# design 1

## src/rtl/digi_ota_array.sv

```systemverilog
// digi_ota_array: multi-channel synchronised, glitch-filtered comparator decision block.
// Optional DRIVE tie-release timeout: define DIGI_OTA_TIE_RELEASE_EN.
module digi_ota_array #(
    parameter int unsigned CHANNELS    = 4,
    parameter int unsigned SYNC_STAGES = 2,
    parameter int unsigned FILT_THRESH = 4,
    parameter int unsigned TIE_RELEASE = 8
) (
    input  logic                clk,
    input  logic                rst,
    input  logic                en,
    input  logic [CHANNELS-1:0] vip,
    input  logic [CHANNELS-1:0] vin,
    output logic [CHANNELS-1:0] out,
    output logic [CHANNELS-1:0] out_oe,
    output logic [CHANNELS-1:0] flip_stb,
    output logic                any_valid
);
    localparam logic [7:0] FILT_LAST = 8'(FILT_THRESH - 1);

    typedef enum logic [1:0] {
        HIZ   = 2'd0,
        PEND  = 2'd1,
        DRIVE = 2'd2
    } state_t;

    logic [CHANNELS-1:0] sync_p [SYNC_STAGES];
    logic [CHANNELS-1:0] sync_n [SYNC_STAGES];
    logic [CHANNELS-1:0] out_d;
    logic [CHANNELS-1:0] oe_d;
    logic [CHANNELS-1:0] stb_d;

    // Input synchronisers; keep running regardless of en
    always_ff @(posedge clk or posedge rst) begin
        if (rst) begin
            for (int i = 0; i < int'(SYNC_STAGES); i++) begin
                sync_p[i] <= '0;
                sync_n[i] <= '0;
            end
        end else begin
            sync_p[0] <= vip;
            sync_n[0] <= vin;
            for (int i = 1; i < int'(SYNC_STAGES); i++) begin
                sync_p[i] <= sync_p[i-1];
                sync_n[i] <= sync_n[i-1];
            end
        end
    end

    for (genvar g = 0; g < int'(CHANNELS); g++) begin : g_ch
        state_t     state, state_nxt;
        logic [7:0] cnt, cnt_nxt;
        logic       cand, cand_nxt;
        logic       from_drive, from_drive_nxt;
        logic       sp, sn;
        logic       commit;
`ifdef DIGI_OTA_TIE_RELEASE_EN
        localparam logic [7:0] TIE_LAST = 8'(TIE_RELEASE - 1);
        logic [7:0] tcnt, tcnt_nxt;
`endif

        assign sp = sync_p[SYNC_STAGES-1][g];
        assign sn = sync_n[SYNC_STAGES-1][g];

        always_ff @(posedge clk or posedge rst) begin
            if (rst) begin
                state      <= HIZ;
                cnt        <= '0;
                cand       <= 1'b0;
                from_drive <= 1'b0;
`ifdef DIGI_OTA_TIE_RELEASE_EN
                tcnt       <= '0;
`endif
            end else begin
                state      <= state_nxt;
                cnt        <= cnt_nxt;
                cand       <= cand_nxt;
                from_drive <= from_drive_nxt;
`ifdef DIGI_OTA_TIE_RELEASE_EN
                tcnt       <= tcnt_nxt;
`endif
            end
        end

        // Decision FSM; commit is applied uniformly at the end
        always_comb begin
            state_nxt      = state;
            cnt_nxt        = cnt;
            cand_nxt       = cand;
            from_drive_nxt = from_drive;
            out_d[g]       = out[g];
            oe_d[g]        = out_oe[g];
            stb_d[g]       = 1'b0;
            commit         = 1'b0;
`ifdef DIGI_OTA_TIE_RELEASE_EN
            tcnt_nxt       = '0;
`endif
            if (!en) begin
                state_nxt = HIZ;
                cnt_nxt   = '0;
                oe_d[g]   = 1'b0;
            end else begin
                case (state)
                    HIZ: begin
                        cnt_nxt = '0;
                        if (sp != sn) begin
                            cand_nxt = sp;
                            if (FILT_THRESH == 1) begin
                                commit = 1'b1;
                            end else begin
                                state_nxt      = PEND;
                                cnt_nxt        = 8'd1;
                                from_drive_nxt = 1'b0;
                            end
                        end
                    end
                    PEND: begin
                        if (sp == sn || (from_drive && sp == out[g])) begin
                            state_nxt = from_drive ? DRIVE : HIZ;
                            cnt_nxt   = '0;
                        end else if (sp == cand) begin
                            if (cnt == FILT_LAST) commit = 1'b1;
                            else cnt_nxt = cnt + 8'd1;
                        end else begin
                            cand_nxt = sp;
                            cnt_nxt  = 8'd1;
                        end
                    end
                    DRIVE: begin
                        cnt_nxt = '0;
                        if (sp != sn && sp != out[g]) begin
                            cand_nxt = sp;
                            if (FILT_THRESH == 1) begin
                                commit = 1'b1;
                            end else begin
                                state_nxt      = PEND;
                                cnt_nxt        = 8'd1;
                                from_drive_nxt = 1'b1;
                            end
                        end
`ifdef DIGI_OTA_TIE_RELEASE_EN
                        else if (sp == sn) begin
                            if (tcnt == TIE_LAST) begin
                                state_nxt = HIZ;
                                oe_d[g]   = 1'b0;
                            end else begin
                                tcnt_nxt = tcnt + 8'd1;
                            end
                        end
`endif
                    end
                    default: begin
                        state_nxt = HIZ;
                        cnt_nxt   = '0;
                    end
                endcase
                if (commit) begin
                    state_nxt = DRIVE;
                    cnt_nxt   = '0;
                    out_d[g]  = cand_nxt;
                    oe_d[g]   = 1'b1;
                    stb_d[g]  = 1'b1;
                end
            end
        end
    end

    // Registered outputs; any_valid tracks the out_oe value loaded alongside it
    always_ff @(posedge clk or posedge rst) begin
        if (rst) begin
            out       <= '0;
            out_oe    <= '0;
            flip_stb  <= '0;
            any_valid <= 1'b0;
        end else begin
            out       <= out_d;
            out_oe    <= oe_d;
            flip_stb  <= stb_d;
            any_valid <= |oe_d;
        end
    end
endmodule
```

## config.mk

```make
export PLATFORM = sky130hd
export DESIGN_NAME = digi_ota_array
export DESIGN_NICKNAME = d
export VERILOG_FILES = /design/src/rtl/digi_ota_array.sv
export SDC_FILE = /design/constraint.sdc
export NUM_CORES = 1
export LEC_CHECK = 0
export CAP_MARGIN = 20
export CORE_MARGIN = 2
export CORE_UTILIZATION = 46
export DETAILED_ROUTE_END_ITERATION = 6
export GPL_TIMING_DRIVEN = 0
export MAX_ROUTING_LAYER = met4
export PLACE_DENSITY_LB_ADDON = 0.12
export RECOVER_POWER = 100
export SLEW_MARGIN = 15
export SYNTH_ARGS = -nofsm -noshare
export SYNTH_HDL_FRONTEND = slang
export SYNTH_SLANG_ARGS = --single-unit
```

## constraint.sdc

```tcl
create_clock -name clk -period 8.61 [get_ports clk]
set_clock_uncertainty 0.1 [all_clocks]
set_input_delay 2.583 -clock clk [delete_from_list [all_inputs] [get_ports clk]]
set_output_delay 2.583 -clock clk [all_outputs]
set_load 0.02 [all_outputs]
```

# design 2

## config.mk

```make
export PLATFORM = sky130hd
export DESIGN_NAME = led_scan_controller
export DESIGN_NICKNAME = d
export VERILOG_FILES = /design/src/rtl/led_pkg.sv /design/src/rtl/led_array_driver.sv /design/src/rtl/led_scan_controller.sv
export SDC_FILE = /design/constraint.sdc
export NUM_CORES = 1
export LEC_CHECK = 0
export ABC_CLOCK_PERIOD_IN_PS = 3100
export CAP_MARGIN = 20
export CELL_PAD_IN_SITES_DETAIL_PLACEMENT = 0
export CELL_PAD_IN_SITES_GLOBAL_PLACEMENT = 2
export CORE_MARGIN = 2
export CORE_UTILIZATION = 32
export DETAILED_ROUTE_END_ITERATION = 16
export PLACE_DENSITY = 0.95
export SLEW_MARGIN = 10
export SYNTH_ARGS = -nofsm -noshare
export SYNTH_HDL_FRONTEND = slang
export SYNTH_SLANG_ARGS = --single-unit
```

## constraint.sdc

```tcl
create_clock -name clk -period 3.1 [get_ports clk]
set_clock_uncertainty 0.15 [all_clocks]
set_input_delay 0.62 -clock clk [delete_from_list [all_inputs] [get_ports clk]]
set_output_delay 0.62 -clock clk [all_outputs]
set_load 0.05 [all_outputs]
```

## src/rtl/led_pkg.sv

```systemverilog
// Shared types and sizing helpers for the LED matrix scan path.
package led_pkg;

  typedef enum logic {S_BLANK, S_DRIVE} scan_state_t;

  localparam int MAX_N = 8;

  // Counter width needed to hold values 0..v-1, never narrower than one bit.
  function automatic int clog2_w(input int v);
    return (v <= 2) ? 1 : $clog2(v);
  endfunction

endpackage

```

## src/rtl/led_array_driver.sv

```systemverilog
// Column/row pin driver: lights column x with the cell states of that column when ena is high.
// Rows are active-low, columns one-hot; everything is dark while ena is low or x is out of range.
module led_array_driver #(
  parameter int N = 8
) (
  input  logic                 ena,
  input  logic [$clog2(N):0]   x,
  input  logic [N*N-1:0]       cells,
  output logic [N-1:0]         rows,
  output logic [N-1:0]         cols
);

  localparam int XW = $clog2(N) + 1;

  always_comb begin
    cols = '0;
    rows = '1;
    for (int j = 0; j < N; j++) begin
      if (ena && (x == XW'(j))) begin
        cols[j] = 1'b1;
        for (int i = 0; i < N; i++) begin
          rows[i] = ~cells[N*i + j];
        end
      end
    end
  end

endmodule

```

## src/rtl/led_scan_controller.sv

```systemverilog
// Refresh sequencer for the LED matrix: blanks, then lights each column in turn, and swaps in a
// new frame only at the frame boundary so the display never tears.
module led_scan_controller
  import led_pkg::*;
#(
  parameter int N           = 8,
  parameter int DWELL_TICKS = 1000,
  parameter int BLANK_TICKS = 2
) (
  input  logic                 clk,
  input  logic                 rst_n,
  input  logic                 run,
  input  logic [N*N-1:0]       cells_in,
  input  logic                 cells_valid,
  output logic                 cells_ready,
  output logic                 frame_start,
  output logic [$clog2(N):0]   x,
  output logic                 ena,
  output logic [N-1:0]         rows,
  output logic [N-1:0]         cols
);

  localparam int XW = $clog2(N) + 1;
  localparam int TMAX = (DWELL_TICKS > BLANK_TICKS) ? DWELL_TICKS : BLANK_TICKS;
  localparam int TW = clog2_w(TMAX + 1);
  localparam logic [TW-1:0] BLANK_LAST = TW'(BLANK_TICKS - 1);
  localparam logic [TW-1:0] DWELL_LAST = TW'(DWELL_TICKS - 1);
  localparam logic [XW-1:0] COL_LAST   = XW'(N - 1);

  initial begin
    if (!(N == 3 || N == 5 || N == 8) || N > MAX_N)
      $error("led_scan_controller: N=%0d not supported", N);
    if (DWELL_TICKS < 1)
      $error("led_scan_controller: DWELL_TICKS=%0d must be >= 1", DWELL_TICKS);
    if (BLANK_TICKS < 1)
      $error("led_scan_controller: BLANK_TICKS=%0d must be >= 1", BLANK_TICKS);
  end

  scan_state_t     state, state_nxt;
  logic [XW-1:0]   col, col_nxt;
  logic [TW-1:0]   tick_cnt, tick_nxt;
  logic [N*N-1:0]  frame_q;
  logic            boundary;

  always_comb begin
    state_nxt = state;
    col_nxt   = col;
    tick_nxt  = tick_cnt + TW'(1);
    if (!run) begin
      state_nxt = S_BLANK;
      col_nxt   = '0;
      tick_nxt  = '0;
    end else if (state == S_BLANK) begin
      if (tick_cnt == BLANK_LAST) begin
        state_nxt = S_DRIVE;
        tick_nxt  = '0;
      end
    end else begin
      if (tick_cnt == DWELL_LAST) begin
        state_nxt = S_BLANK;
        tick_nxt  = '0;
        col_nxt   = (col == COL_LAST) ? '0 : col + XW'(1);
      end
    end
  end

  always_ff @(posedge clk) begin
    if (!rst_n) begin
      state    <= S_BLANK;
      col      <= '0;
      tick_cnt <= '0;
      frame_q  <= '0;
    end else begin
      state    <= state_nxt;
      col      <= col_nxt;
      tick_cnt <= tick_nxt;
      if (cells_valid && boundary)
        frame_q <= cells_in;
    end
  end

  // Gated by rst_n so no accept or frame pulse is advertised while held in reset.
  assign boundary    = rst_n && run && (state == S_BLANK) && (col == '0) && (tick_cnt == '0);
  assign cells_ready = boundary;
  assign frame_start = boundary;
  assign ena         = (state == S_DRIVE);
  assign x           = col;

  led_array_driver #(.N(N)) u_drv (
    .ena   (ena),
    .x     (x),
    .cells (frame_q),
    .rows  (rows),
    .cols  (cols)
  );

endmodule
```


==> notes/layouts.md <==
Pictures saved along the way, in no particular order.

The metal 2 layer.
(a)
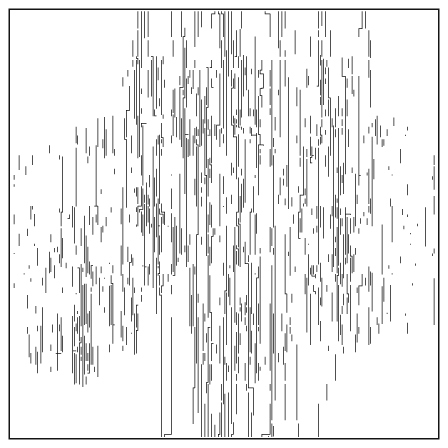
(b)
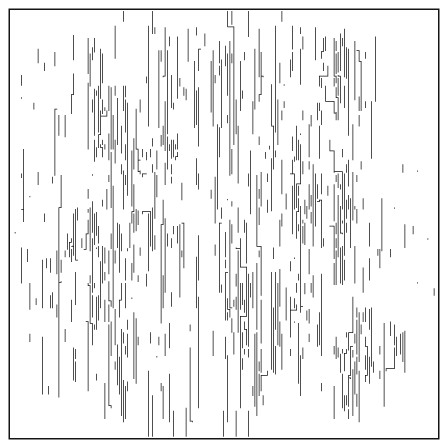
For design 2, see (a).
For design 1, see (b).

**Design 1: metal 4**

Cells faint in the background.
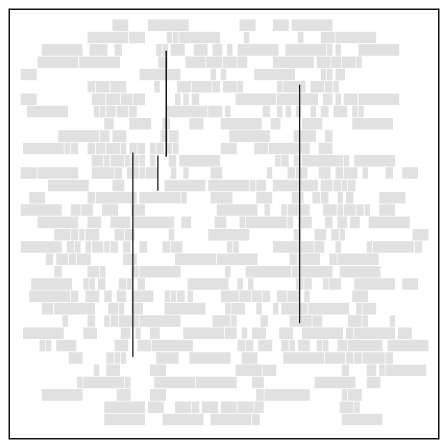
share of all routed wire = 1.9%
main direction = vertical
nets with wire on the layer = 2
longest straight run = 52.4 um
wire length on this layer = 128 um
routed vias: 2734
final wirelength: 6876 um

==> deck_impl_summary.md, design 1 <==
Implementation Results

Cells and area
  • Seq cells: 77
  • Biggest registers after layout: g_ch.cnt x32, g_ch.state x8
  • Max reg flops: 32
  • N_diodes: 0

Floorplan
  • Tap cells: 105
  • Die width: 94.49 um
  • Die area: 8927 um2

Place
  • Placer congestion estimate: 0.8156
  • Post-DP HPWL: 4840 um

Global route
  • Grt met1 use: 23.62%
  • Total gr overflow: 0
  • Initial antenna violation count: 0
  • Most used routing layer in global routing: met2

Clock tree
  • TritonCTS buffer count: 9
  • CTS resizes: 0

Routing
  • Highest metal used: met4

Run status
  • Outcome: complete, no violations

Setup path
  • CP arrival: 1.50 ns

Synthesis
  • Cells after Synth: 375

Min path
  • Hold endpoint: g_ch[3].sn$_DFF_PP0_
## design 1: how the worst max path moves through the flow
stage / start / end / slack [ns] / cells after the start
global placement: rst / g_ch[3].cnt[7]$_DFFE_PP0P_ / 2.69 / 2
detailed placement: en / g_ch[1].cnt[0]$_DFFE_PP0P_ / 4.23 / 5
CTS: out[0]$_DFFE_PP0P_ / out[0] / 4.44 / 1
floorplan: rst / any_valid$_DFF_PP0_ / 3.96 / 1
global route: out[0]$_DFFE_PP0P_ / out[0] / 4.34 / 1
finish: out[0]$_DFFE_PP0P_ / out[0] / 4.42 / 1
**Design 2: sizing map**

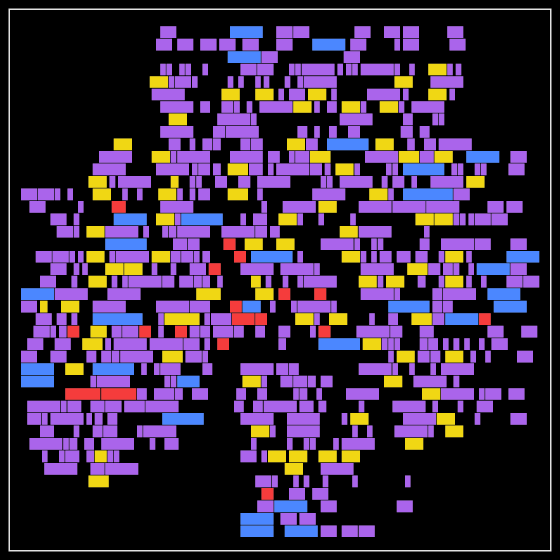
purple -> drive 1 or less  # cells 441, most used nand2_1
blue -> drive 6 and up  # cells 30, most used buf_12
red -> drive 3 to 4  # cells 18, most used buf_4
yellow -> drive 2  # cells 78, most used a21boi_2
Plain + repair buffers: 103
Area Growth Syn to Fin: 37.33%
fin area: 5680 um2

==> deck_impl_summary.md, design 2 <==
Implementation Results

Cells and area
  • Final Net Count: 637
  • FILL cells: 1264
  • Comb area share: 41.61%

Power
  • Seq pwr share: 43.2%
  • Comb pwr share: 9.9%
  • Net Sw Frac: 22.23%
  • Cell Int Power: 1911 uW

Clock tree
  • Hold-fix buffers, CTS: 0
  • CTS Sinks: 79
  • CTS H-tree lvls: 3

Routing
  • WL/cell: 14.44 um
  • WL met1: 5073 um

STA
  • Fin Setup TNS: 0 ns
  • Max-slew violation count: 0
  • RSZ-0062 raised after global routing: no

Synthesis
  • Post-synth tally of flip-flops with integrated enable: 0
  • Mux frac, synth: 0.9982%
  • Async SR Flop Fraction: 0%
  • Synth Area per Inst: 8.564 um2
  • Ys cells: 483
  • Net Count, Synth: 558
  • Dominant cell area share: 38.23%

Setup path
  • CP startpoint kind: flip-flop

Place
  • Post-DP HPWL: 7568 um
  • Placer congestion estimate: 0.7621

Floorplan
  • Placeable Area: 12620 um2

Run status
  • Outcome: complete, no violations
design 2: cell usage after synthesis, types with 3 or more instances:
master      n
inv_1       8
a22oi_1     8
o211ai_1    6
clkbuf_8    6
nor3_1      9
nor2_1     16
nor3b_1     9
a21boi_0    4
and3_1      7
o31ai_1     6
dfxtp_1    79
mux2i_1     3
nor2b_1    17
clkbuf_1   24
nand3_1     3
a21boi_2   60
and2_1      5
a221oi_1    8
nand2_1   155
nand4_1     3
xnor2_1     6
ha_1        7
a21oi_1     6


## Gallery

Track usage over the die.
panel A
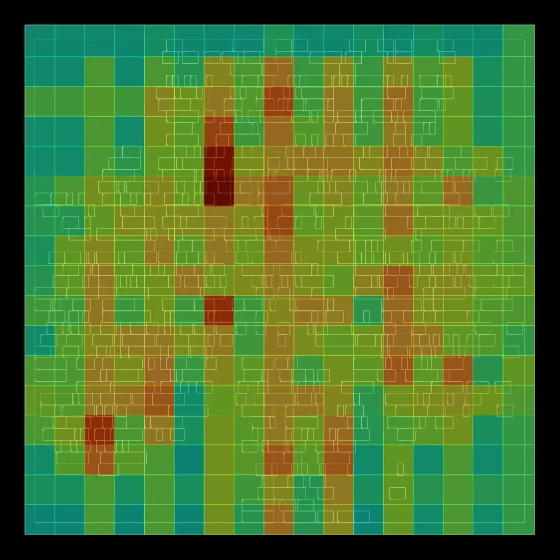
panel B
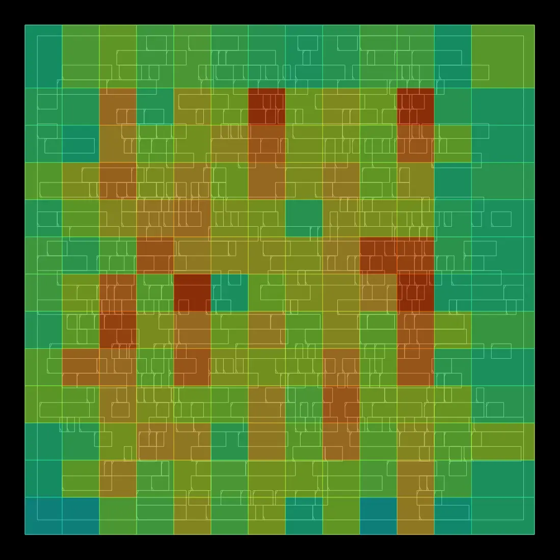
For design 1, see panel B.
For design 2, see panel A.

No activity file was given, so power comes from the tool's default toggle rates.
